######## block 1 ########
block_1/port_trees.png
The bar under the picture is 100 µm long.
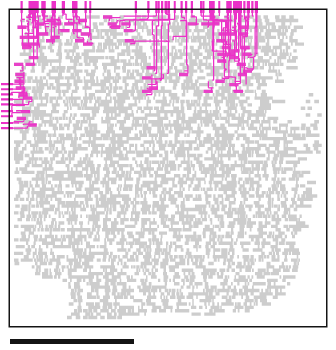

`src/rtl/alu_div_pkg.sv`:
```
// Shared types and constants for the multi-cycle RV64M divider.
// Operand helpers keep the capture logic in the top module readable.
package alu_div_pkg;

    typedef enum logic [1:0] {
        IDLE,
        DOING,
        DONE
    } div_state_t;

    localparam int DIV_ITERS = 64;
    localparam int DIV_CNT_W = 7;

    // W variants work on the low word; extension happens before any magnitude is taken.
    function automatic logic [63:0] extendOperand(input logic [63:0] x,
                                                  input logic signedOp,
                                                  input logic wordOp);
        if (!wordOp) begin
            return x;
        end
        return signedOp ? {{32{x[31]}}, x[31:0]} : {32'h0, x[31:0]};
    endfunction

    function automatic logic [63:0] magnitude(input logic [63:0] x, input logic signedOp);
        return (signedOp && x[63]) ? (~x + 64'd1) : x;
    endfunction

endpackage

```
`src/rtl/alu_div_if.sv`:
```
// Request/result bundle between the execute stage and the divider.
// Same level-held valid / single-cycle ok handshake as the multiplier.
interface alu_div_if;

    logic        valid;
    logic [63:0] a;
    logic [63:0] b;
    logic        signed_op;
    logic        word_op;
    logic        ok;
    logic [63:0] quotient;
    logic [63:0] remainder;

    modport master (
        output valid, a, b, signed_op, word_op,
        input  ok, quotient, remainder
    );

    modport slave (
        input  valid, a, b, signed_op, word_op,
        output ok, quotient, remainder
    );

endinterface

```
`src/rtl/div_sign_fix.sv`:
```
// Turns unsigned quotient/remainder magnitudes into RV64M results:
// sign restore, divide-by-zero override, then W-variant sign extension.
module div_sign_fix (
    input  logic [63:0] quo_i,
    input  logic [63:0] rem_i,
    input  logic [63:0] dividend_i,
    input  logic        negQuot_i,
    input  logic        negRem_i,
    input  logic        dz_i,
    input  logic        word_i,
    output logic [63:0] quo_o,
    output logic [63:0] rem_o
);

    logic [63:0] quoFix;
    logic [63:0] remFix;

    always_comb begin
        quoFix = negQuot_i ? (~quo_i + 64'd1) : quo_i;
        remFix = negRem_i ? (~rem_i + 64'd1) : rem_i;
        if (dz_i) begin
            quoFix = '1;
            remFix = dividend_i;
        end
        // Unsigned W results are sign-extended from bit 31 as well.
        quo_o = word_i ? {{32{quoFix[31]}}, quoFix[31:0]} : quoFix;
        rem_o = word_i ? {{32{remFix[31]}}, remFix[31:0]} : remFix;
    end

endmodule

```
`src/rtl/alu_div.sv`:
```
// Radix-2 restoring divider, one quotient bit per cycle, 65-cycle fixed latency.
// The dividend magnitude shifts out of the quotient register into the partial remainder.
module alu_div
    import alu_div_pkg::*;
(
    input  logic      clk,
    input  logic      reset,
    alu_div_if.slave  bus
);

    div_state_t           state_q, state_d;
    logic [DIV_CNT_W-1:0] count_q, count_d;
    logic [63:0]          partRem_q, partRem_d;
    logic [63:0]          workQuo_q, workQuo_d;
    logic [63:0]          divisor_q, divisor_d;
    logic [63:0]          dividend_q, dividend_d;
    logic                 dz_q, dz_d;
    logic                 negQuot_q, negQuot_d;
    logic                 negRem_q, negRem_d;
    logic                 wordOp_q, wordOp_d;
    logic [63:0]          quotient_q, quotient_d;
    logic [63:0]          remainder_q, remainder_d;

    logic [63:0] aExt;
    logic [63:0] bExt;
    logic [64:0] partial;
    logic [63:0] diff;
    logic        takeBit;
    logic [63:0] stepRem;
    logic [63:0] stepQuo;
    logic [63:0] fixQuo;
    logic [63:0] fixRem;

    assign aExt = extendOperand(bus.a, bus.signed_op, bus.word_op);
    assign bExt = extendOperand(bus.b, bus.signed_op, bus.word_op);

    // The partial remainder needs 65 bits; a passing difference always fits back into 64.
    assign partial = {partRem_q, workQuo_q[63]};
    assign takeBit = (partial >= {1'b0, divisor_q});
    assign diff    = partial[63:0] - divisor_q;
    assign stepRem = takeBit ? diff : partial[63:0];
    assign stepQuo = {workQuo_q[62:0], takeBit};

    div_sign_fix u_signFix (
        .quo_i      (stepQuo),
        .rem_i      (stepRem),
        .dividend_i (dividend_q),
        .negQuot_i  (negQuot_q),
        .negRem_i   (negRem_q),
        .dz_i       (dz_q),
        .word_i     (wordOp_q),
        .quo_o      (fixQuo),
        .rem_o      (fixRem)
    );

    always_comb begin
        state_d     = state_q;
        count_d     = count_q;
        partRem_d   = partRem_q;
        workQuo_d   = workQuo_q;
        divisor_d   = divisor_q;
        dividend_d  = dividend_q;
        dz_d        = dz_q;
        negQuot_d   = negQuot_q;
        negRem_d    = negRem_q;
        wordOp_d    = wordOp_q;
        quotient_d  = quotient_q;
        remainder_d = remainder_q;

        case (state_q)
            IDLE: begin
                if (bus.valid) begin
                    state_d    = DOING;
                    count_d    = DIV_CNT_W'(DIV_ITERS);
                    partRem_d  = '0;
                    workQuo_d  = magnitude(aExt, bus.signed_op);
                    divisor_d  = magnitude(bExt, bus.signed_op);
                    dividend_d = aExt;
                    dz_d       = (bExt == 64'd0);
                    negQuot_d  = bus.signed_op & (aExt[63] ^ bExt[63]);
                    negRem_d   = bus.signed_op & aExt[63];
                    wordOp_d   = bus.word_op;
                end
            end
            DOING: begin
                if (!bus.valid) begin
                    state_d = IDLE;
                end else begin
                    partRem_d = stepRem;
                    workQuo_d = stepQuo;
                    count_d   = count_q - DIV_CNT_W'(1);
                    if (count_q == DIV_CNT_W'(1)) begin
                        state_d     = DONE;
                        quotient_d  = fixQuo;
                        remainder_d = fixRem;
                    end
                end
            end
            DONE: begin
                state_d = IDLE;
            end
            default: begin
                state_d = IDLE;
            end
        endcase
    end

    always_ff @(posedge clk) begin
        if (reset) begin
            state_q     <= IDLE;
            count_q     <= '0;
            partRem_q   <= '0;
            workQuo_q   <= '0;
            divisor_q   <= '0;
            dividend_q  <= '0;
            dz_q        <= 1'b0;
            negQuot_q   <= 1'b0;
            negRem_q    <= 1'b0;
            wordOp_q    <= 1'b0;
            quotient_q  <= '0;
            remainder_q <= '0;
        end else begin
            state_q     <= state_d;
            count_q     <= count_d;
            partRem_q   <= partRem_d;
            workQuo_q   <= workQuo_d;
            divisor_q   <= divisor_d;
            dividend_q  <= dividend_d;
            dz_q        <= dz_d;
            negQuot_q   <= negQuot_d;
            negRem_q    <= negRem_d;
            wordOp_q    <= wordOp_d;
            quotient_q  <= quotient_d;
            remainder_q <= remainder_d;
        end
    end

    assign bus.ok        = (state_q == DONE);
    assign bus.quotient  = quotient_q;
    assign bus.remainder = remainder_q;

endmodule

```
`src/flat_wrapper.sv`:
```
// flat-port wrapper written by rule: the top's interface ports become plain ports
module alu_div_flat import alu_div_pkg::*;
  (clk, reset, bus_valid, bus_a, bus_b, bus_signed_op, bus_word_op, bus_ok, bus_quotient, bus_remainder);
  alu_div_if bus_i ();
  input  logic clk;
  input  logic reset;
  input wire logic [$bits(bus_i.valid)-1:0] bus_valid;
  input wire logic [$bits(bus_i.a)-1:0] bus_a;
  input wire logic [$bits(bus_i.b)-1:0] bus_b;
  input wire logic [$bits(bus_i.signed_op)-1:0] bus_signed_op;
  input wire logic [$bits(bus_i.word_op)-1:0] bus_word_op;
  output wire logic [$bits(bus_i.ok)-1:0] bus_ok;
  output wire logic [$bits(bus_i.quotient)-1:0] bus_quotient;
  output wire logic [$bits(bus_i.remainder)-1:0] bus_remainder;
  assign bus_i.valid = bus_valid;
  assign bus_i.a = bus_a;
  assign bus_i.b = bus_b;
  assign bus_i.signed_op = bus_signed_op;
  assign bus_i.word_op = bus_word_op;
  assign bus_ok = bus_i.ok;
  assign bus_quotient = bus_i.quotient;
  assign bus_remainder = bus_i.remainder;
  alu_div u_core (.clk(clk), .reset(reset), .bus(bus_i));
endmodule
```
`config.mk`:
```
export PLATFORM = sky130hd
export DESIGN_NAME = alu_div_flat
export DESIGN_NICKNAME = d
export VERILOG_FILES = /design/src/rtl/alu_div_pkg.sv /design/src/rtl/alu_div_if.sv /design/src/rtl/div_sign_fix.sv /design/src/rtl/alu_div.sv /design/src/flat_wrapper.sv
export SDC_FILE = /design/constraint.sdc
export NUM_CORES = 1
export LEC_CHECK = 0
export CORE_MARGIN = 3
export CORE_UTILIZATION = 45
export DETAILED_ROUTE_END_ITERATION = 12
export PLACE_DENSITY = 0.65
export SLEW_MARGIN = 0
export SYNTH_ARGS = -nofsm -noshare
export SYNTH_HDL_FRONTEND = slang
export SYNTH_SLANG_ARGS = --single-unit
```
`constraint.sdc`:
```
create_clock -name clk -period 13.9 [get_ports clk]
set_clock_uncertainty 0.15 [all_clocks]
set_input_delay 3.475 -clock clk [delete_from_list [all_inputs] [get_ports clk]]
set_output_delay 3.475 -clock clk [all_outputs]
set_load 0.005 [all_outputs]
```
######## block 2 ########
**config.mk**
```make
export PLATFORM = sky130hd
export DESIGN_NAME = eth_tx_mac10
export DESIGN_NICKNAME = d
export VERILOG_FILES = /design/src/rtl/eth_pkg.sv /design/src/rtl/eth_crc32_byte.sv /design/src/rtl/eth_tx_mac10.sv
export SDC_FILE = /design/constraint.sdc
export NUM_CORES = 1
export LEC_CHECK = 0
export ABC_AREA = 1
export CORE_MARGIN = 2
export CORE_UTILIZATION = 65
export DETAILED_ROUTE_END_ITERATION = 10
export DONT_BUFFER_PORTS = 1
export GPL_ROUTABILITY_DRIVEN = 0
export PLACE_DENSITY = 0.88
export SYNTH_ARGS = -nofsm -noshare
export SYNTH_HDL_FRONTEND = slang
export SYNTH_SLANG_ARGS = --single-unit
```
**constraint.sdc**
```tcl
create_clock -name clk -period 3.35 [get_ports clk]
set_input_delay 0.5025 -clock clk [delete_from_list [all_inputs] [get_ports clk]]
set_output_delay 0.5025 -clock clk [all_outputs]
set_load 0.005 [all_outputs]
```
**src/rtl/eth_pkg.sv**
```systemverilog
// Shared types and constants for the 10BASE-T transmit path.
// Holds the FSM state encoding, framing bytes and CRC-32 constants.
package eth_pkg;

    typedef enum logic [2:0] {
        IDLE,
        PRE,
        DATA,
        FCS,
        TPIDL,
        IFG
    } eth_state_e;

    localparam logic [7:0]  PREAMBLE_BYTE = 8'h55;
    localparam logic [7:0]  SFD_BYTE      = 8'hD5;
    localparam logic [31:0] CRC32_POLY_R  = 32'hEDB88320;
    localparam logic [31:0] CRC32_INIT    = 32'hFFFFFFFF;

    // FCS goes out as the complemented CRC register, least significant byte first.
    function automatic logic [7:0] fcs_byte(input logic [31:0] crc, input logic [1:0] idx);
        return ~crc[8 * idx +: 8];
    endfunction

endpackage

```
**src/rtl/eth_crc32_byte.sv**
```systemverilog
// Combinational byte-wise update of the reflected Ethernet CRC-32.
// Bits are folded in LSB first, matching the on-wire bit order.
module eth_crc32_byte
    import eth_pkg::*;
(
    input  logic [31:0] crc_in,
    input  logic [7:0]  data,
    output logic [31:0] crc_out
);

    always_comb begin
        crc_out = crc_in ^ {24'h000000, data};
        for (int i = 0; i < 8; i++) begin
            crc_out = crc_out[0] ? ((crc_out >> 1) ^ CRC32_POLY_R) : (crc_out >> 1);
        end
    end

endmodule

```
**src/rtl/eth_tx_mac10.sv**
```systemverilog
// 10BASE-T transmit MAC/PHY: preamble/SFD insertion, optional FCS, Manchester
// line coding, TP_IDL, inter-frame gap and idle-time normal link pulses.
module eth_tx_mac10
    import eth_pkg::*;
#(
    parameter int HALF_BIT_DIV   = 2,
    parameter int PREAMBLE_BYTES = 7,
    parameter bit APPEND_FCS     = 1'b1,
    parameter int TPIDL_HB       = 6,
    parameter int IFG_HB         = 192,
    parameter int NLP_PERIOD_HB  = 320000,
    parameter int NLP_WIDTH_HB   = 2
) (
    input  logic       clk,
    input  logic       rstn,
    input  logic       s_valid,
    input  logic [7:0] s_data,
    input  logic       s_last,
    output logic       s_ready,
    output logic       tx_p,
    output logic       tx_n,
    output logic       busy,
    output logic       nlp_active,
    output logic       err_underrun
);

    localparam int DIV_W   = (HALF_BIT_DIV > 1) ? $clog2(HALF_BIT_DIV) : 1;
    localparam int NLP_W   = $clog2(NLP_PERIOD_HB + 1);
    localparam int GAP_MAX = (IFG_HB > TPIDL_HB) ? IFG_HB : TPIDL_HB;
    localparam int GAP_W   = $clog2(GAP_MAX + 1);
    localparam int NLPW_W  = (NLP_WIDTH_HB > 1) ? $clog2(NLP_WIDTH_HB) : 1;

    localparam logic [DIV_W-1:0]  DIV_LAST   = DIV_W'(HALF_BIT_DIV - 1);
    localparam logic [NLP_W-1:0]  NLP_LAST   = NLP_W'(NLP_PERIOD_HB - 1);
    localparam logic [NLPW_W-1:0] NLPW_LAST  = NLPW_W'(NLP_WIDTH_HB - 1);
    localparam logic [GAP_W-1:0]  TPIDL_LAST = GAP_W'(TPIDL_HB - 1);
    localparam logic [GAP_W-1:0]  IFG_LAST   = GAP_W'(IFG_HB - 1);
    localparam logic [3:0]        PRE_LAST   = 4'(PREAMBLE_BYTES - 1);

    eth_state_e        state_reg, state_next;
    logic [DIV_W-1:0]  div_cnt_reg;
    logic [3:0]        hb_idx_reg, hb_idx_next;
    logic [3:0]        byte_cnt_reg, byte_cnt_next;
    logic [7:0]        shift_reg, shift_next;
    logic              last_reg, last_next;
    logic [31:0]       crc_reg, crc_next, crc_upd;
    logic [GAP_W-1:0]  gap_cnt_reg, gap_cnt_next;
    logic [NLP_W-1:0]  nlp_cnt_reg, nlp_cnt_next;
    logic [NLPW_W-1:0] nlp_left_reg, nlp_left_next;
    logic              nlp_on_reg, nlp_on_next;
    logic              tx_p_reg, tx_p_next;
    logic              tx_n_reg, tx_n_next;

    logic hb_en;
    logic byte_end;
    logic load_req;
    logic consume;
    logic underrun;
    logic bit_val;

    assign hb_en    = (div_cnt_reg == DIV_LAST);
    assign byte_end = (hb_idx_reg == 4'd15);

    eth_crc32_byte u_crc (
        .crc_in  (crc_reg),
        .data    (s_data),
        .crc_out (crc_upd)
    );

    always_comb begin
        state_next    = state_reg;
        hb_idx_next   = hb_idx_reg;
        byte_cnt_next = byte_cnt_reg;
        shift_next    = shift_reg;
        last_next     = last_reg;
        crc_next      = crc_reg;
        gap_cnt_next  = gap_cnt_reg;
        nlp_cnt_next  = nlp_cnt_reg;
        nlp_left_next = nlp_left_reg;
        nlp_on_next   = nlp_on_reg;
        load_req      = 1'b0;
        consume       = 1'b0;
        underrun      = 1'b0;

        case (state_reg)
            IDLE: begin
                if (s_valid && !nlp_on_reg) begin
                    state_next    = PRE;
                    hb_idx_next   = 4'd0;
                    byte_cnt_next = 4'd0;
                    shift_next    = PREAMBLE_BYTE;
                    crc_next      = CRC32_INIT;
                    nlp_cnt_next  = '0;
                end else begin
                    if (nlp_on_reg) begin
                        if (nlp_left_reg == '0) begin
                            nlp_on_next = 1'b0;
                        end else begin
                            nlp_left_next = nlp_left_reg - NLPW_W'(1);
                        end
                    end
                    if (nlp_cnt_reg == NLP_LAST) begin
                        nlp_cnt_next  = '0;
                        nlp_on_next   = 1'b1;
                        nlp_left_next = NLPW_LAST;
                    end else begin
                        nlp_cnt_next = nlp_cnt_reg + NLP_W'(1);
                    end
                end
            end
            PRE: begin
                hb_idx_next = hb_idx_reg + 4'd1;
                if (byte_end) begin
                    if (byte_cnt_reg < PRE_LAST) begin
                        byte_cnt_next = byte_cnt_reg + 4'd1;
                        shift_next    = PREAMBLE_BYTE;
                    end else if (byte_cnt_reg == PRE_LAST) begin
                        byte_cnt_next = byte_cnt_reg + 4'd1;
                        shift_next    = SFD_BYTE;
                    end else begin
                        load_req = 1'b1;
                    end
                end
            end
            DATA: begin
                hb_idx_next = hb_idx_reg + 4'd1;
                if (byte_end) begin
                    if (!last_reg) begin
                        load_req = 1'b1;
                    end else if (APPEND_FCS) begin
                        state_next    = FCS;
                        byte_cnt_next = 4'd0;
                        shift_next    = fcs_byte(crc_reg, 2'd0);
                    end else begin
                        state_next   = TPIDL;
                        gap_cnt_next = '0;
                    end
                end
            end
            FCS: begin
                hb_idx_next = hb_idx_reg + 4'd1;
                if (byte_end) begin
                    if (byte_cnt_reg == 4'd3) begin
                        state_next   = TPIDL;
                        gap_cnt_next = '0;
                    end else begin
                        byte_cnt_next = byte_cnt_reg + 4'd1;
                        shift_next    = fcs_byte(crc_reg, byte_cnt_reg[1:0] + 2'd1);
                    end
                end
            end
            TPIDL: begin
                if (gap_cnt_reg == TPIDL_LAST) begin
                    state_next   = IFG;
                    gap_cnt_next = '0;
                end else begin
                    gap_cnt_next = gap_cnt_reg + GAP_W'(1);
                end
            end
            IFG: begin
                if (gap_cnt_reg == IFG_LAST) begin
                    state_next   = IDLE;
                    gap_cnt_next = '0;
                end else begin
                    gap_cnt_next = gap_cnt_reg + GAP_W'(1);
                end
            end
            default: begin
                state_next = IDLE;
            end
        endcase

        // A missing byte at a load point ends the frame without FCS.
        if (load_req) begin
            if (s_valid) begin
                consume    = 1'b1;
                state_next = DATA;
                shift_next = s_data;
                last_next  = s_last;
                crc_next   = crc_upd;
            end else begin
                underrun     = 1'b1;
                state_next   = TPIDL;
                gap_cnt_next = '0;
            end
        end

        // Line level for the half-bit that starts at this hb_en.
        bit_val   = shift_next[hb_idx_next[3:1]];
        tx_p_next = 1'b0;
        tx_n_next = 1'b0;
        case (state_next)
            PRE, DATA, FCS: begin
                tx_p_next = hb_idx_next[0] ? bit_val : ~bit_val;
                tx_n_next = ~tx_p_next;
            end
            TPIDL: tx_p_next = 1'b1;
            IDLE:  tx_p_next = nlp_on_next;
            default: begin
                tx_p_next = 1'b0;
                tx_n_next = 1'b0;
            end
        endcase
    end

    always_ff @(posedge clk) begin
        if (!rstn) begin
            state_reg    <= IDLE;
            div_cnt_reg  <= '0;
            hb_idx_reg   <= 4'd0;
            byte_cnt_reg <= 4'd0;
            shift_reg    <= 8'h00;
            last_reg     <= 1'b0;
            crc_reg      <= CRC32_INIT;
            gap_cnt_reg  <= '0;
            nlp_cnt_reg  <= '0;
            nlp_left_reg <= '0;
            nlp_on_reg   <= 1'b0;
            tx_p_reg     <= 1'b0;
            tx_n_reg     <= 1'b0;
        end else begin
            div_cnt_reg <= hb_en ? '0 : div_cnt_reg + DIV_W'(1);
            if (hb_en) begin
                state_reg    <= state_next;
                hb_idx_reg   <= hb_idx_next;
                byte_cnt_reg <= byte_cnt_next;
                shift_reg    <= shift_next;
                last_reg     <= last_next;
                crc_reg      <= crc_next;
                gap_cnt_reg  <= gap_cnt_next;
                nlp_cnt_reg  <= nlp_cnt_next;
                nlp_left_reg <= nlp_left_next;
                nlp_on_reg   <= nlp_on_next;
                tx_p_reg     <= tx_p_next;
                tx_n_reg     <= tx_n_next;
            end
        end
    end

    assign tx_p         = tx_p_reg;
    assign tx_n         = tx_n_reg;
    assign busy         = (state_reg != IDLE);
    assign nlp_active   = nlp_on_reg;
    assign s_ready      = rstn & hb_en & consume;
    assign err_underrun = rstn & hb_en & underrun;

endmodule

```
######## block 3 ########
<file path="config.mk">
export PLATFORM = sky130hd
export DESIGN_NAME = keypad_emulator_flat
export DESIGN_NICKNAME = d
export VERILOG_FILES = /design/src/rtl/keypad_emulator_if.sv /design/src/rtl/keypad_emulator.sv /design/src/flat_wrapper.sv
export SDC_FILE = /design/constraint.sdc
export NUM_CORES = 1
export LEC_CHECK = 0
export CORE_MARGIN = 2
export CORE_UTILIZATION = 50
export CTS_CLUSTER_DIAMETER = 80
export DETAILED_ROUTE_END_ITERATION = 6
export PLACE_DENSITY = 0.83
export SLEW_MARGIN = 20
export SYNTH_ARGS = -nofsm -noshare
export SYNTH_HDL_FRONTEND = slang
export SYNTH_SLANG_ARGS = --single-unit
</file>
<file path="constraint.sdc">
create_clock -name clk -period 2.1 [get_ports clk]
set_input_delay 0.42 -clock clk [delete_from_list [all_inputs] [get_ports clk]]
set_output_delay 0.42 -clock clk [all_outputs]
set_load 0.005 [all_outputs]
</file>
<file path="src/rtl/keypad_emulator_if.sv">
// Command channel for keypad_emulator.
//   cmd_valid  : press command present (master -> slave)
//   cmd_ready  : emulator can accept a command (slave -> master)
//   cmd_key    : hex key to press, 0x0-0xF (master -> slave)
//   cmd_bounce : 1 = inject contact bounce at press and release (master -> slave)
interface keypad_emulator_if;
   logic       cmd_valid;
   logic       cmd_ready;
   logic [3:0] cmd_key;
   logic       cmd_bounce;

   modport master (output cmd_valid, cmd_key, cmd_bounce, input cmd_ready);
   modport slave  (input cmd_valid, cmd_key, cmd_bounce, output cmd_ready);
endinterface

</file>
<file path="src/rtl/keypad_emulator.sv">
// Behavioural 4x4 keypad: accepts one key-press command at a time, closes the
// matching switch contact for a programmed time (optionally with bounce at
// press and release), and reflects column drive onto the row lines.
// Ports:
//   clk         : system clock
//   reset       : synchronous active-low reset
//   cmd         : command channel (slave side of keypad_emulator_if)
//   keypad_vert : column drive from scanner, active-high, may be multi-hot
//   keypad_hori : row sense to scanner, active-high (combinational)
//   busy        : press sequence in progress
//   done        : one-cycle pulse on sequence completion
//   key_count   : completed presses, wraps 255 -> 0
//
// state      | meaning
// -----------+----------------------------------------------------
// IDLE       | contact open, ready for a command
// BOUNCE_IN  | contact toggling every BOUNCE_PERIOD, starting closed
// HELD       | contact closed for PRESS_CYCLES
// BOUNCE_OUT | contact toggling every BOUNCE_PERIOD, starting open
// GAP        | contact open for RELEASE_CYCLES before next command
module keypad_emulator #(
   parameter int PRESS_CYCLES   = 200,
   parameter int RELEASE_CYCLES = 200,
   parameter int BOUNCE_CYCLES  = 16,
   parameter int BOUNCE_PERIOD  = 2
) (
   input  logic              clk,
   input  logic              reset,
   keypad_emulator_if.slave  cmd,
   input  logic [3:0]        keypad_vert,
   output logic [3:0]        keypad_hori,
   output logic              busy,
   output logic              done,
   output logic [7:0]        key_count
);

   // zero-valued parameters behave as 1
   localparam int P_EFF  = (PRESS_CYCLES   < 1) ? 1 : PRESS_CYCLES;
   localparam int R_EFF  = (RELEASE_CYCLES < 1) ? 1 : RELEASE_CYCLES;
   localparam int B_EFF  = (BOUNCE_CYCLES  < 1) ? 1 : BOUNCE_CYCLES;
   localparam int BP_EFF = (BOUNCE_PERIOD  < 1) ? 1 : BOUNCE_PERIOD;
   localparam int MAX_A  = (P_EFF > R_EFF)  ? P_EFF : R_EFF;
   localparam int MAX_B  = (B_EFF > BP_EFF) ? B_EFF : BP_EFF;
   localparam int MAX_P  = (MAX_A > MAX_B)  ? MAX_A : MAX_B;
   localparam int CW     = $clog2(MAX_P) + 1;

   localparam logic [CW-1:0] P_LOAD  = CW'(P_EFF - 1);
   localparam logic [CW-1:0] R_LOAD  = CW'(R_EFF - 1);
   localparam logic [CW-1:0] B_LOAD  = CW'(B_EFF - 1);
   localparam logic [CW-1:0] PH_LOAD = CW'(BP_EFF - 1);

   typedef enum logic [2:0] {IDLE, BOUNCE_IN, HELD, BOUNCE_OUT, GAP} state_t;

   state_t        state, state_nxt;
   logic [CW-1:0] cnt, cnt_nxt, cnt_dec;
   logic [CW-1:0] ph, ph_nxt;
   logic          contact, contact_nxt;
   logic [1:0]    row, row_nxt;
   logic [1:0]    col, col_nxt;
   logic          bounce, bounce_nxt;
   logic          done_nxt;
   logic [7:0]    count_nxt;

   // {row, col} of each key in the matrix
   function automatic logic [3:0] key_pos(input logic [3:0] key);
      logic [3:0] pos;
      case (key)
         4'h1: pos = {2'd0, 2'd0};
         4'h2: pos = {2'd0, 2'd1};
         4'h3: pos = {2'd0, 2'd2};
         4'hA: pos = {2'd0, 2'd3};
         4'h4: pos = {2'd1, 2'd0};
         4'h5: pos = {2'd1, 2'd1};
         4'h6: pos = {2'd1, 2'd2};
         4'hB: pos = {2'd1, 2'd3};
         4'h7: pos = {2'd2, 2'd0};
         4'h8: pos = {2'd2, 2'd1};
         4'h9: pos = {2'd2, 2'd2};
         4'hC: pos = {2'd2, 2'd3};
         4'hE: pos = {2'd3, 2'd0};
         4'h0: pos = {2'd3, 2'd1};
         4'hF: pos = {2'd3, 2'd2};
         default: pos = {2'd3, 2'd3};  // 4'hD
      endcase
      return pos;
   endfunction

   assign cnt_dec       = cnt - CW'(1);
   assign busy          = (state != IDLE);
   assign cmd.cmd_ready = (state == IDLE);
   assign keypad_hori   = (contact && keypad_vert[col]) ? (4'b0001 << row) : 4'b0000;

   always_ff @(posedge clk) begin
      if (!reset) begin
         state     <= IDLE;
         cnt       <= '0;
         ph        <= '0;
         contact   <= 1'b0;
         row       <= 2'd0;
         col       <= 2'd0;
         bounce    <= 1'b0;
         done      <= 1'b0;
         key_count <= 8'd0;
      end else begin
         state     <= state_nxt;
         cnt       <= cnt_nxt;
         ph        <= ph_nxt;
         contact   <= contact_nxt;
         row       <= row_nxt;
         col       <= col_nxt;
         bounce    <= bounce_nxt;
         done      <= done_nxt;
         key_count <= count_nxt;
      end
   end

   always_comb begin
      state_nxt   = state;
      cnt_nxt     = cnt;
      ph_nxt      = ph;
      contact_nxt = contact;
      row_nxt     = row;
      col_nxt     = col;
      bounce_nxt  = bounce;
      done_nxt    = 1'b0;
      count_nxt   = key_count;
      case (state)
         IDLE: begin
            if (cmd.cmd_valid) begin
               {row_nxt, col_nxt} = key_pos(cmd.cmd_key);
               bounce_nxt  = cmd.cmd_bounce;
               contact_nxt = 1'b1;
               ph_nxt      = PH_LOAD;
               if (cmd.cmd_bounce) begin
                  state_nxt = BOUNCE_IN;
                  cnt_nxt   = B_LOAD;
               end else begin
                  state_nxt = HELD;
                  cnt_nxt   = P_LOAD;
               end
            end
         end
         BOUNCE_IN, BOUNCE_OUT: begin
            // phase counter expires every BOUNCE_PERIOD cycles and flips the contact
            if (ph == '0) begin
               contact_nxt = ~contact;
               ph_nxt      = PH_LOAD;
            end else begin
               ph_nxt = ph - CW'(1);
            end
            if (cnt == '0) begin
               if (state == BOUNCE_IN) begin
                  state_nxt   = HELD;
                  contact_nxt = 1'b1;
                  cnt_nxt     = P_LOAD;
               end else begin
                  state_nxt   = GAP;
                  contact_nxt = 1'b0;
                  cnt_nxt     = R_LOAD;
               end
            end else begin
               cnt_nxt = cnt_dec;
            end
         end
         HELD: begin
            if (cnt == '0) begin
               contact_nxt = 1'b0;
               if (bounce) begin
                  state_nxt = BOUNCE_OUT;
                  cnt_nxt   = B_LOAD;
                  ph_nxt    = PH_LOAD;
               end else begin
                  state_nxt = GAP;
                  cnt_nxt   = R_LOAD;
               end
            end else begin
               cnt_nxt = cnt_dec;
            end
         end
         GAP: begin
            if (cnt == '0) begin
               state_nxt = IDLE;
               done_nxt  = 1'b1;
               count_nxt = key_count + 8'd1;
            end else begin
               cnt_nxt = cnt_dec;
            end
         end
         default: begin
            state_nxt   = IDLE;
            contact_nxt = 1'b0;
         end
      endcase
   end

endmodule

</file>
<file path="src/flat_wrapper.sv">
// flat-port wrapper written by rule: the top's interface ports become plain ports
module keypad_emulator_flat 
#(
   parameter int PRESS_CYCLES   = 200,
   parameter int RELEASE_CYCLES = 200,
   parameter int BOUNCE_CYCLES  = 16,
   parameter int BOUNCE_PERIOD  = 2
)
  (clk, reset, keypad_vert, keypad_hori, busy, done, key_count, cmd_cmd_valid, cmd_cmd_key, cmd_cmd_bounce, cmd_cmd_ready);
  keypad_emulator_if cmd_i ();
  input  logic clk;
  input  logic reset;
  input  logic [3:0] keypad_vert;
  output logic [3:0] keypad_hori;
  output logic busy;
  output logic done;
  output logic [7:0] key_count;
  input wire logic [$bits(cmd_i.cmd_valid)-1:0] cmd_cmd_valid;
  input wire logic [$bits(cmd_i.cmd_key)-1:0] cmd_cmd_key;
  input wire logic [$bits(cmd_i.cmd_bounce)-1:0] cmd_cmd_bounce;
  output wire logic [$bits(cmd_i.cmd_ready)-1:0] cmd_cmd_ready;
  assign cmd_i.cmd_valid = cmd_cmd_valid;
  assign cmd_i.cmd_key = cmd_cmd_key;
  assign cmd_i.cmd_bounce = cmd_cmd_bounce;
  assign cmd_cmd_ready = cmd_i.cmd_ready;
  keypad_emulator #(.PRESS_CYCLES(PRESS_CYCLES), .RELEASE_CYCLES(RELEASE_CYCLES), .BOUNCE_CYCLES(BOUNCE_CYCLES), .BOUNCE_PERIOD(BOUNCE_PERIOD)) u_core (.clk(clk), .reset(reset), .cmd(cmd_i), .keypad_vert(keypad_vert), .keypad_hori(keypad_hori), .busy(busy), .done(done), .key_count(key_count));
endmodule
</file>
block_3/placed.png
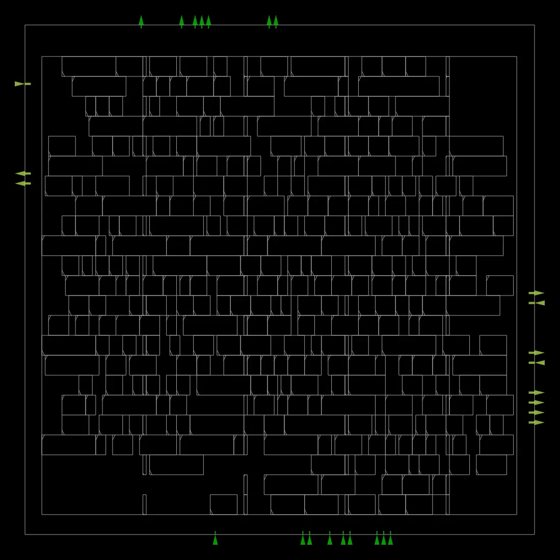
seq_cells: 36
standard-cell row count: 23

==> results.txt, block 3 <==
Summary of implementation figures.

Floorplanning
The overall die width is slightly below 70 µm. The number of top-level design ports is 27. The vertical die dimension is 69.6 µm.

Final layout
The proportion of cell area occupied by multi-input gates is 46.9%. The diode insertion count for antenna repair is 0. The registers reported with the highest flop counts are u_core.cnt (9), u_core.ph (9), u_core.key_count (8). The finished layout holds approximately 370 standard cells, fillers aside. The clock buffer count is 5. Per the layout report, the design carries 12 non-clock inverters. Non-clock buffering takes up 20.1% of total cell area after layout. After layout, the buffer instance count without clock buffers stands at 65. The share of final layout cell area taken by clock buffers and inverters is just under 4%.

Placement
Once placement completed, the tool counted placed cells totaling between 300 and 400. The total half-perimeter wirelength after legalization and detailed placement is 3840 µm. The final RePlAce weighted congestion is 0.862.

Drt
The detail route stage leaves a number of antenna-violating nets equal to 0.

Synthesis
The share of the Yosys chip area taken by registers is ~34%. The simple-gate share of the synthesized area is between 20% and 30%. The arithmetic-cell share of the synthesized area counting full adders, half adders and majority gates is 1.75%. In the post-synthesis netlist, the biggest area contributors are dfxtp_1 34%, a21oi_1 5.6%, o21ai_0 4.9%, nor2_1 3.3%, nand2_1 2.8%. The compound-gate portion of the synthesized area is between 20% and 30%. The netlist uses just under 60 different library cells.

The synthesized netlist devotes roughly 1.6% of its cell area to XOR and XNOR gates. Counting flops with an async set or reset pin after synthesis yields a share of 0%.

GRT
Entering global routing, the biggest net connects 18 pins. The total congestion overflow is 0. The met1 track utilization from global routing is 31.3%.

STA
The clock arrives with 0.00469 ns of skew. For the final routed database, the setup TNS stands at 0 ns. Per the final report, max-transition violations number 0.

The shortest clock period the worst path allows after layout is between 2 and 2.5 ns. The highest clock rate this design can be run at is 493 MHz.

Worst setup path
The worst setup path is captured at a register. The kind of cell with the highest combined delay along the critical path is simple AND/OR/NAND/NOR gates. The count of buffering cells on the critical path with inverters included is 1.

Power and ir drop
The cell-internal power is 1.57 mW. The part of the total power dissipated in the clock network is 26.0%.

Min path
Looking at hold timing, the worst path starts from u_core.ph[8].

Status
The run finished with clean final reports.
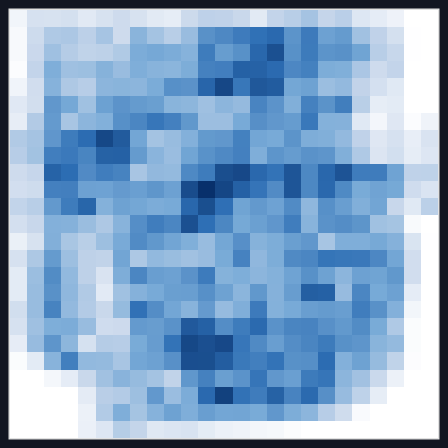
block_1/route_heat.png
25 x 25 tiles, from white (low) to dark blue (high), scaled to the fullest tile. Values are wire area over tile area, all layers added.
The fullest tile reaches 0.67. The mean over all tiles is 0.29. 9.0% of the tiles are nearly empty. 43% of the tiles are over half the peak.

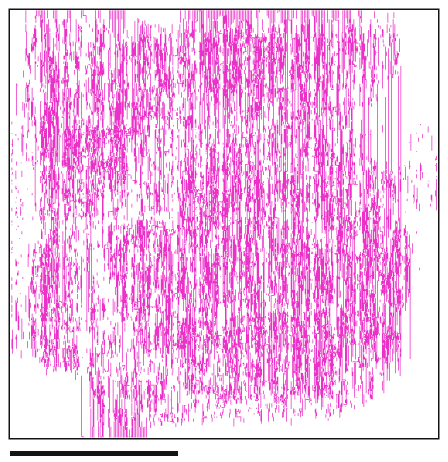
block_1/m2.png
The bar under the picture is 100 µm long.
3311 nets have wire on it. The wires run mostly vertical.
vias: 30000
GR met2 Demand/Resource: 48.5%

## Picture notes: block_1/port_trees.png
Key: magenta = bus_quotient [bits 64, direction output, edge 55 north, 9 west, end cells 64, buffers 64, wire 2520 µm]
IO buf count: 261
Top-Level Pins: 262

==> results.txt, block 1 <==
Summary of implementation figures.

Status
The flow ran to the end, and the final reports show no timing, DRC or antenna violations.

Job
The report counts max-capacitance violations totalling 0. The logs give a warning total of 30.

Synthesis
In the post-synthesis netlist, the cell with the most instances is nand2_1. The count of different cell masters after synthesis is around 90. Per the synthesis report, the single largest cell type by area occupies 28.6% of cell area. The cell count after synthesis came out at 3875. The area figure in the yosys stat output is 27800 µm².

Final layout
The library cells used most frequently in the layout, excluding fill and tap cells, are 528 x nand2_1, 431 x nor2_1, 395 x dfxtp_1. The area of all placed cells without fillers is 32100 µm². In the final layout, the multi-input gates occupy 18300 µm².

Registers take 7950 µm².

Power and ir drop
The peak supply drop is between 0.00009 and 0.0001 V. The flow reports power dissipated in combinational cells as around 630 µW. The leakage power in the latest report is between 10 and 15 nW.

The share of total power dissipated in the clock network is approximately 40%. The sequential power share is 40.0%.

Worst setup path
The number of gates on the worst path with buffers counted is 18.

GRT
The global routing stage identified its most utilized layer as met2. The met1 track utilization from global routing is 46.9%.

Placement
After detailed placement, the design holds a cell count of 4670.

STA
Setup repair after global routing left no endpoint under its margin. The post-route worst hold slack is 0.290 ns.

Drt
The average via count per standard cell is 6.32. The remaining antenna violation count is 0.

Clock network
The total of hold buffers inserted after clock tree synthesis is 0.
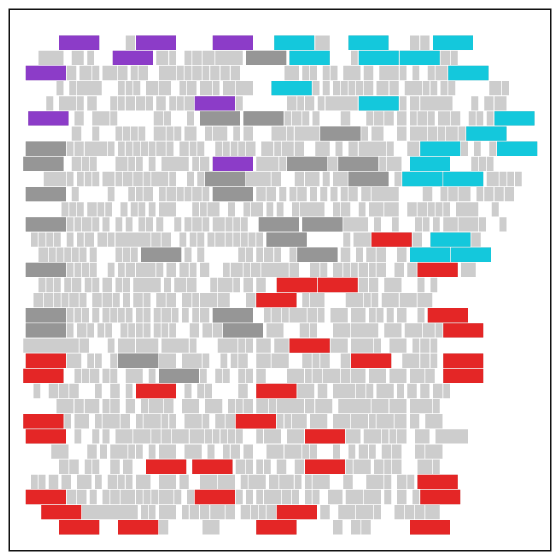
block_2/ff_map.png
Other sequential cells in the stronger gray, the rest of the logic in the fainter gray.
Key: purple = gap_cnt_reg [placed flops 8]; cyan = nlp_cnt_reg [placed flops 19, where north-east]; red = crc_reg [placed flops 32]
Another 25 sequential cells are not colored.
Flop area: 1680 µm²
Seq power: 1.02 mW

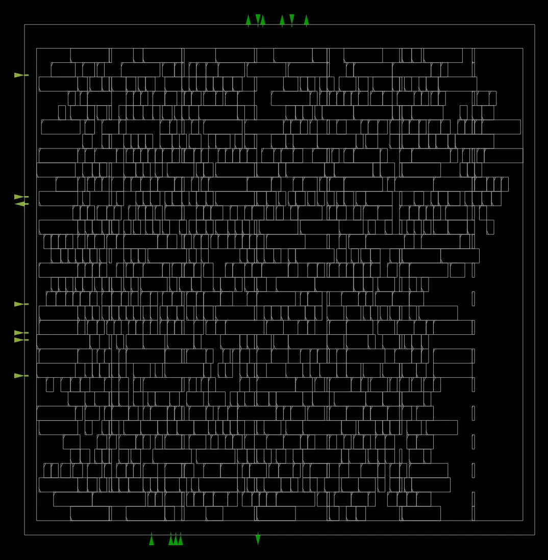
block_2/placed.png
standard-cell row count: 33
number of inserted filler cells in the final layout: 673
post-route non-filler standard cell count: 962
seq_cells: 84
sequential fraction of total cell area: 28.4%

==> results.txt, block 2 <==
Summary of implementation figures.

Status
The flow ran to the end, and the final reports show no timing, DRC or antenna violations.

Worst setup path
The capturing instance or port of the critical path is s_ready. The timing report notes that buffer and inverter cells on the critical path total 2.

Final layout
The multi-input logic area is ~3400 µm².

Clock network
The clock-pin slew reported for the worst setup and hold paths after clock tree synthesis is 0.10 ns.

GRT
The combined global-route utilization of all metal layers is 31.9%. The largest net degree at the start of global routing is 35.

Power and ir drop
The power in the clock group is about 730 µW. The flow reports that the clock network draws a little over a third of the design power.

STA
The final number of max-transition violations is 0.

Synthesis
After technology mapping, the gate count stands at 855. After synthesis, the share of cell area in mux cells is 0%.

Drt
After detailed routing, the wire length on met1 is 6010 µm.

Job
OpenROAD emitted warnings numbering 28.

Placement
The placed instances occupy a cell area of about 5700 µm².

==> notes/layouts.md <==
Pictures saved along the way, in no particular order.

Metal layers overlaid.
Two of the layers only.
panel A
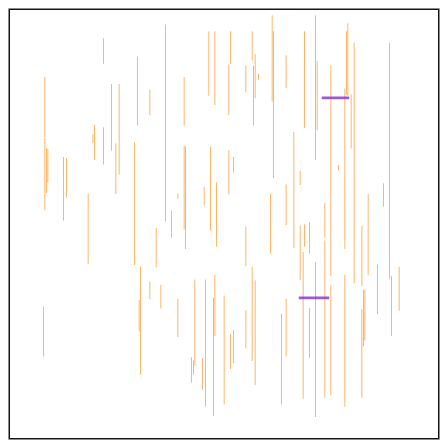
panel B
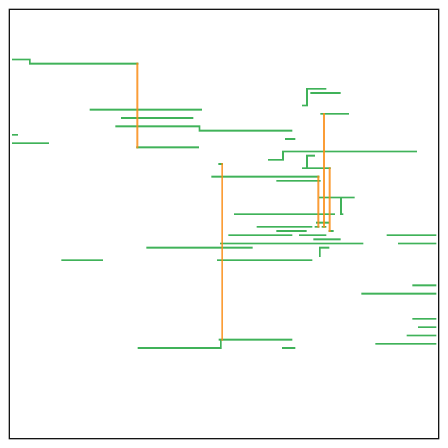
panel C
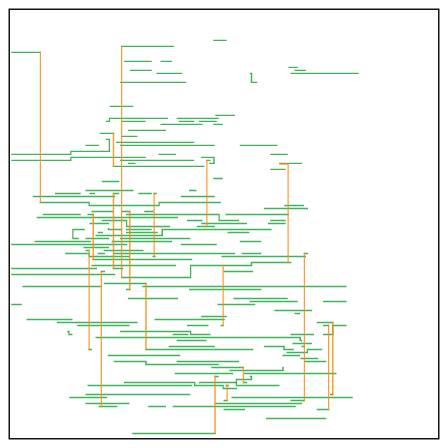
- least wire: panel B
- most wire: panel A
block 1: panel A
block 3: panel B
block 2: panel C

Key to panel C:
Key: orange = M4 [wire length 362 µm]; green = M3 [wire length 1650 µm]


######## block 4 ########
block_4/m2.png
The bar under the picture is 50 µm long.
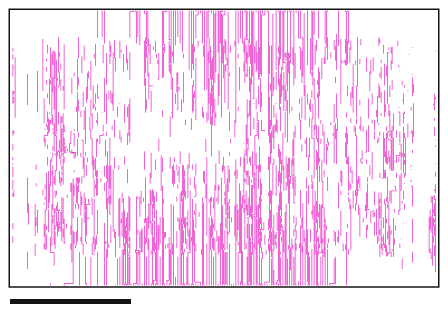

## config.mk

```make
export PLATFORM = sky130hd
export DESIGN_NAME = firebird_alu_arbiter
export DESIGN_NICKNAME = d
export VERILOG_FILES = /design/src/rtl/firebird_alu_defs.sv /design/src/rtl/firebird_rr_arb2.sv /design/src/rtl/firebird_alu_arbiter.sv
export SDC_FILE = /design/constraint.sdc
export NUM_CORES = 1
export LEC_CHECK = 0
export CAP_MARGIN = 20
export CORE_ASPECT_RATIO = 0.6
export CORE_MARGIN = 10
export CORE_UTILIZATION = 39
export CTS_CLUSTER_DIAMETER = 120
export DETAILED_ROUTE_END_ITERATION = 16
export PLACE_DENSITY_LB_ADDON = 0.1
export REMOVE_ABC_BUFFERS = 1
export SYNTH_ARGS = -nofsm -noshare
export SYNTH_HDL_FRONTEND = slang
export SYNTH_SLANG_ARGS = --single-unit
```

## constraint.sdc

```tcl
create_clock -name clk -period 1.85 [get_ports clk]
set_input_delay 0.37 -clock clk [delete_from_list [all_inputs] [get_ports clk]]
set_output_delay 0.37 -clock clk [all_outputs]
set_load 0.02 [all_outputs]
```

## src/rtl/firebird_alu_defs.sv

```systemverilog
// Shared definitions for the firebird ALU arbiter: ALU codes, FSM states, default width.
package firebird_alu_defs;

    localparam int XLEN_DEFAULT = 32;

    localparam logic [3:0] ALU_AND = 4'b0000;
    localparam logic [3:0] ALU_OR  = 4'b0001;
    localparam logic [3:0] ALU_ADD = 4'b0010;
    localparam logic [3:0] ALU_SUB = 4'b0110;

    typedef enum logic [1:0] {
        IDLE = 2'd0,
        EXEC = 2'd1,
        RESP = 2'd2
    } arb_state_e;

endpackage

```

## src/rtl/firebird_rr_arb2.sv

```systemverilog
// Two-input round-robin grant: lone requester wins, a tie goes to the one not served last.
module firebird_rr_arb2 (
    input  logic clk,
    input  logic rst_n,
    input  logic valid0,
    input  logic valid1,
    input  logic update,
    output logic grant
);

    logic last_grant_q;

    always_comb begin
        grant = (valid0 && valid1) ? ~last_grant_q : valid1;
    end

    // Reset value 1 so requester 0 wins the first tie.
    always_ff @(posedge clk or negedge rst_n) begin
        if (!rst_n) begin
            last_grant_q <= 1'b1;
        end else if (update) begin
            last_grant_q <= grant;
        end
    end

endmodule

```

## src/rtl/firebird_alu_arbiter.sv

```systemverilog
// Shares one combinational ALU between two valid/ready requesters, one transaction at a time.
// Optional performance counters are enabled with `define FIREBIRD_ALU_ARB_PERF_EN.
module firebird_alu_arbiter
    import firebird_alu_defs::*;
#(
    parameter int XLEN = XLEN_DEFAULT
) (
    input  logic            clk,
    input  logic            rst_n,
    input  logic            req0_valid,
    output logic            req0_ready,
    input  logic [3:0]      req0_ctrl,
    input  logic [XLEN-1:0] req0_a,
    input  logic [XLEN-1:0] req0_b,
    input  logic            req1_valid,
    output logic            req1_ready,
    input  logic [3:0]      req1_ctrl,
    input  logic [XLEN-1:0] req1_a,
    input  logic [XLEN-1:0] req1_b,
    output logic [3:0]      alu_ctrl_signal,
    output logic [XLEN-1:0] alu_a,
    output logic [XLEN-1:0] alu_b,
    input  logic [XLEN-1:0] alu_result,
    input  logic            alu_zero,
    output logic            rsp0_valid,
    input  logic            rsp0_ready,
    output logic [XLEN-1:0] rsp0_result,
    output logic            rsp0_zero,
    output logic            rsp1_valid,
    input  logic            rsp1_ready,
    output logic [XLEN-1:0] rsp1_result,
    output logic            rsp1_zero
`ifdef FIREBIRD_ALU_ARB_PERF_EN
    ,
    output logic [31:0]     perf_grant0,
    output logic [31:0]     perf_grant1,
    output logic [31:0]     perf_conflict
`endif
);

    arb_state_e      state_q, state_d;
    logic            owner_q;
    logic            grant;
    logic            req_hs;
    logic [3:0]      alu_ctrl_q;
    logic [XLEN-1:0] alu_a_q, alu_b_q;
    logic [XLEN-1:0] res0_q, res1_q;
    logic            zero0_q, zero1_q;

    firebird_rr_arb2 u_rr_arb2 (
        .clk    (clk),
        .rst_n  (rst_n),
        .valid0 (req0_valid),
        .valid1 (req1_valid),
        .update (req_hs),
        .grant  (grant)
    );

    always_ff @(posedge clk or negedge rst_n) begin
        if (!rst_n) begin
            state_q <= IDLE;
        end else begin
            state_q <= state_d;
        end
    end

    always_comb begin
        state_d = state_q;
        unique case (state_q)
            IDLE:    if (req_hs) state_d = EXEC;
            EXEC:    state_d = RESP;
            RESP:    if (owner_q ? rsp1_ready : rsp0_ready) state_d = IDLE;
            default: state_d = IDLE;
        endcase
    end

    // Ready is gated by rst_n so it reads 0 while reset is held, even with valids high.
    always_comb begin
        req0_ready = rst_n && (state_q == IDLE) && !grant && req0_valid;
        req1_ready = rst_n && (state_q == IDLE) &&  grant && req1_valid;
        req_hs     = req0_ready || req1_ready;
        rsp0_valid = (state_q == RESP) && !owner_q;
        rsp1_valid = (state_q == RESP) &&  owner_q;
    end

    always_ff @(posedge clk or negedge rst_n) begin
        if (!rst_n) begin
            owner_q    <= 1'b0;
            alu_ctrl_q <= ALU_ADD;
            alu_a_q    <= '0;
            alu_b_q    <= '0;
            res0_q     <= '0;
            res1_q     <= '0;
            zero0_q    <= 1'b0;
            zero1_q    <= 1'b0;
        end else begin
            if (req_hs) begin
                owner_q    <= grant;
                alu_ctrl_q <= grant ? req1_ctrl : req0_ctrl;
                alu_a_q    <= grant ? req1_a    : req0_a;
                alu_b_q    <= grant ? req1_b    : req0_b;
            end
            // Only the owner's response registers move; the other side keeps stale data.
            if (state_q == EXEC) begin
                if (owner_q) begin
                    res1_q  <= alu_result;
                    zero1_q <= alu_zero;
                end else begin
                    res0_q  <= alu_result;
                    zero0_q <= alu_zero;
                end
            end
        end
    end

    assign alu_ctrl_signal = alu_ctrl_q;
    assign alu_a           = alu_a_q;
    assign alu_b           = alu_b_q;
    assign rsp0_result     = res0_q;
    assign rsp0_zero       = zero0_q;
    assign rsp1_result     = res1_q;
    assign rsp1_zero       = zero1_q;

`ifdef FIREBIRD_ALU_ARB_PERF_EN
    logic [31:0] perf_grant0_q, perf_grant1_q, perf_conflict_q;

    always_ff @(posedge clk or negedge rst_n) begin
        if (!rst_n) begin
            perf_grant0_q   <= '0;
            perf_grant1_q   <= '0;
            perf_conflict_q <= '0;
        end else begin
            if (req0_ready) perf_grant0_q <= perf_grant0_q + 32'd1;
            if (req1_ready) perf_grant1_q <= perf_grant1_q + 32'd1;
            if ((state_q == IDLE) && req0_valid && req1_valid)
                perf_conflict_q <= perf_conflict_q + 32'd1;
        end
    end

    assign perf_grant0   = perf_grant0_q;
    assign perf_grant1   = perf_grant1_q;
    assign perf_conflict = perf_conflict_q;
`endif

endmodule

```

######## block 5 ########
===== config.mk =====
export PLATFORM = sky130hd
export DESIGN_NAME = top
export DESIGN_NICKNAME = d
export VERILOG_FILES = /design/src/rtl/top.sv
export SDC_FILE = /design/constraint.sdc
export NUM_CORES = 1
export LEC_CHECK = 0
export ABC_AREA = 0
export CAP_MARGIN = 20
export CORE_MARGIN = 2
export CORE_UTILIZATION = 45
export DETAILED_ROUTE_END_ITERATION = 10
export PLACE_DENSITY = 0.87
export REMOVE_ABC_BUFFERS = 1
export SLEW_MARGIN = 20
export SYNTH_ARGS = -nofsm -noshare
export SYNTH_HDL_FRONTEND = slang
export SYNTH_SLANG_ARGS = --single-unit

===== constraint.sdc =====
create_clock -name clk -period 1.65 [get_ports clk]
set_input_delay 0.33 -clock clk [delete_from_list [all_inputs] [get_ports clk]]
set_output_delay 0.33 -clock clk [all_outputs]
set_load 0.02 [all_outputs]

===== src/rtl/top.sv =====
// Two-digit hex seven-segment driver: registers the encoded upper and lower
// nibbles of Value onto common-cathode segment buses ({dp,g,f,e,d,c,b,a}).
module top (
    input  logic       clk,
    input  logic       rst,
    input  logic [7:0] Value,
    output logic [7:0] SevenSegDig1,
    output logic [7:0] SevenSegDig2
);

    // Full 16-entry case with no default path, so no pattern outside the table can appear.
    function automatic logic [7:0] encode(input logic [3:0] nib);
        logic [7:0] seg;
        case (nib)
            4'h0: seg = 8'h3F;
            4'h1: seg = 8'h06;
            4'h2: seg = 8'h5B;
            4'h3: seg = 8'h4F;
            4'h4: seg = 8'h66;
            4'h5: seg = 8'h6D;
            4'h6: seg = 8'h7D;
            4'h7: seg = 8'h07;
            4'h8: seg = 8'h7F;
            4'h9: seg = 8'h6F;
            4'hA: seg = 8'h77;
            4'hB: seg = 8'h7C;
            4'hC: seg = 8'h39;
            4'hD: seg = 8'h5E;
            4'hE: seg = 8'h79;
            4'hF: seg = 8'h71;
        endcase
        return seg;
    endfunction

    logic [7:0] dig1_next;
    logic [7:0] dig2_next;

    always_comb begin
        dig1_next = encode(Value[7:4]);
        dig2_next = encode(Value[3:0]);
    end

    always_ff @(posedge clk) begin
        if (rst) begin
            SevenSegDig1 <= 8'h00;
            SevenSegDig2 <= 8'h00;
        end else begin
            SevenSegDig1 <= dig1_next;
            SevenSegDig2 <= dig2_next;
        end
    end

endmodule



==> gallery <==
Wires at chosen ports, followed through buffers.
Plate I
The bar under the picture is 50 µm long.
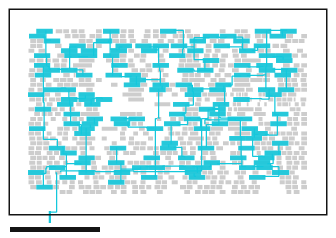
Plate II
The bar under the picture is 10 µm long.
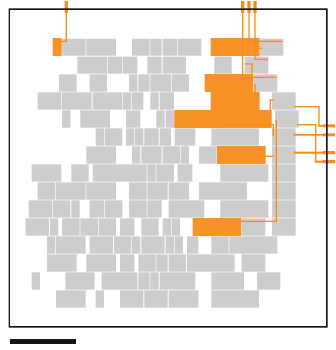
Of these, most cells: Plate I
Of these, largest die: Plate I
Plate II is block 5.
Plate I is block 4.

block_5/route_heat.png
10 x 10 tiles, from white (low) to dark blue (high), scaled to the fullest tile. Values are wire area over tile area, all layers added.
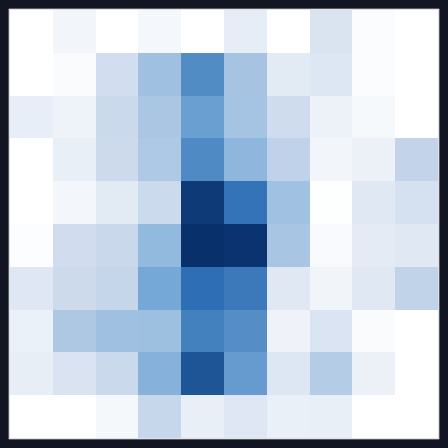
The mean over all tiles is 0.12. The emptiest ninth of the die: north-east. 18% of the tiles are nearly empty. The fullest tile reaches 0.55.

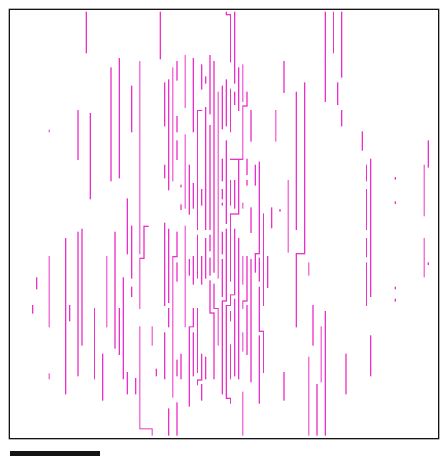
block_5/m2.png
The bar under the picture is 10 µm long.
The longest straight run is 23.5 µm. 121 nets have wire on it. The wires run mostly vertical. The layer holds 53% of the routed length.
post-detailed-routing wire length: 1790 µm
GR met2 Demand/Resource: 32.0%
vias: 748

==> results.txt, block 5 <==
Summary of implementation figures.

Final layout
Per the final layout report, the fraction of cells sized above drive strength 1 comes to 20.9%. The area of all placed cells without fillers is 1240 µm². The final cell count without fillers is approximately 150. The footprint of the flip-flops and latches is about 280 µm².

The most common cell after layout, fill and taps aside is clkdlybuf4s50_1. The non-clock inverter total of the final layout is 7. The final layout report lists a non-clock buffer count of 39. The fraction of cell area in sequential cells is reported as between 20 and 25%. The multi-input logic area is 513 µm². The finished design was reported to have a net count of roughly 150.

Synthesis
The area figure in the yosys stat output is 862 µm². The share of flip-flops with an asynchronous set or reset is 0%. The synthesis stat section lists a flop and latch total of 14. The post-synth design cell area is roughly 860 µm². The main flop type is dfxtp_1. The fraction of post-synthesis cell area in the top cell type by area is 32.5%. The simple-gate share of the synthesized area is 16.0%.

STA
The upper clock frequency limit is about 650 MHz. The worst setup margin is 0.102 ns. On the final layout, the worst hold slack is 0.792 ns.

Power and ir drop
The power in the clock group is around 230 µW. The flow reports that sequential cells draw 42.9% of the design power. The power report lists the sequential group at roughly 370 µW.

Worst setup path
Looking at the critical path, the highest net fanout was 4. Traced cell by cell, the critical path runs through clkdlybuf4s50_1, inv_2, ha_1, inv_1, mux4_2, nor2_2. The required arrival time at the worst endpoint is 1.86 ns. STA puts the critical path data arrival time at 1.76 ns. The gate family responsible for the most delay along the worst path is buffers and inverters.

The number of gates on the worst path with buffers counted is 6.

Placement
The total placed cells including tap cells is around 150. The post-placement cell area is 1200 µm².

GRT
The initial antenna violation count is 0. The total congestion overflow is 0. The layer flagged by global routing as most heavily used is met2. Global routing used 17.9% of the available met1 tracks. The fraction of met3 tracks used by global routing is under 10%.

Clock network
The maximum buffer depth of the clock tree is 2. The number of buffers added by the clock tree synthesis step is 3. In this run, post-CTS hold repair placed 0 buffers.

Min path
Hold analysis shows the worst path with a depth of 2. The worst hold path terminates at SevenSegDig1[0].

Status
The flow ran to the end, and the final reports show no timing, DRC or antenna violations.

Drt
The iteration tally of the first detailed-router pass is 4.

Floorplanning
The tap cell count is 25. The fraction of the core area occupied by cells at floorplan is 48.9%.

Job
The max-cap violation count is 0.
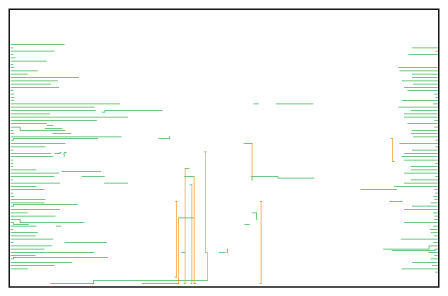
block_4/layers.png
Two of the layers only.
Key: green = M3 [wire length 1840 µm]; orange = M4 [wire length 302 µm]
vias: 4929
post-detailed-routing wire length: 21100 µm
routed len/inst: 22.8 µm
GRT Resource Usage Total: 20.6%

## Picture notes: block_4/m2.png
The longest straight run is 54.6 µm. The layer holds 50% of the routed length.
GR met2 Demand/Resource: 35.0%

==> results.txt, block 4 <==
Summary of implementation figures.

STA
In the finished design, the share of the clock period the worst path needs comes to 104%. The worst setup margin is -0.0653 ns. The total setup violations reported at the end of the flow is 2. Per the final timing report, the hold violations number 0.

For this run, the top clock speed supported by timing is 522 MHz.

GRT
The global-route wire length before repair is 32400 µm.

Power and ir drop
The peak supply drop is 0.000891 V. Combinational cells consume a total of 8.43 mW. The power consumption is ~18 mW.

Status
The final reports fail on negative setup slack. The run finished, with violations left.

Synthesis
The register area share after synthesis is 60.3%. The area figure in the yosys stat output is about 5700 µm².

Drt
The detailed-routed wire length on met3 is ~1800 µm.

Clock network
The clock insertion delay at the later pin of the skew report is 0.40 ns.

Final layout
The count of plain and timing-repair buffers is between 300 and 400. The number of sequential storage elements is between 100 and 150.

Floorplanning
In the floorplan report the effective utilization is between 30% and 40%.

Worst setup path
OpenSTA lists the critical path endpoint as req0_ready.


==> gallery <==
Cell placement.
picture 1
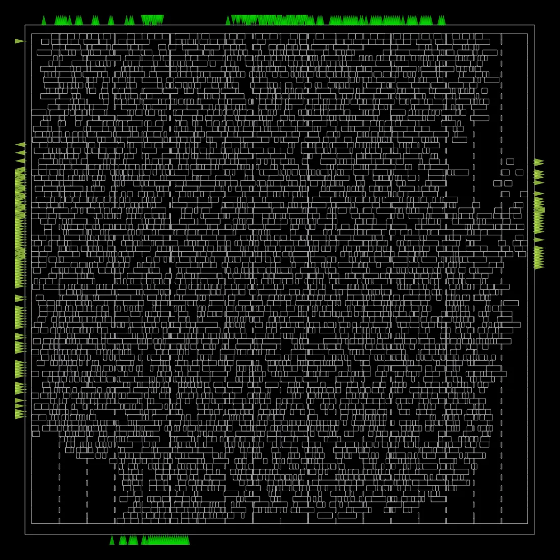
picture 2
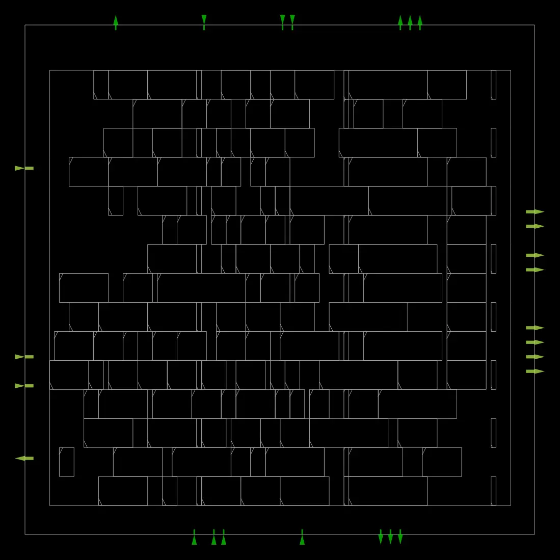
picture 3
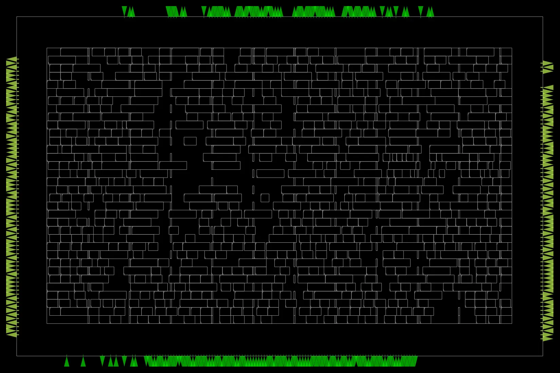
block 1 -> picture 1
block 4 -> picture 3
block 5 -> picture 2

Power is estimated from default activity; no workload was simulated.
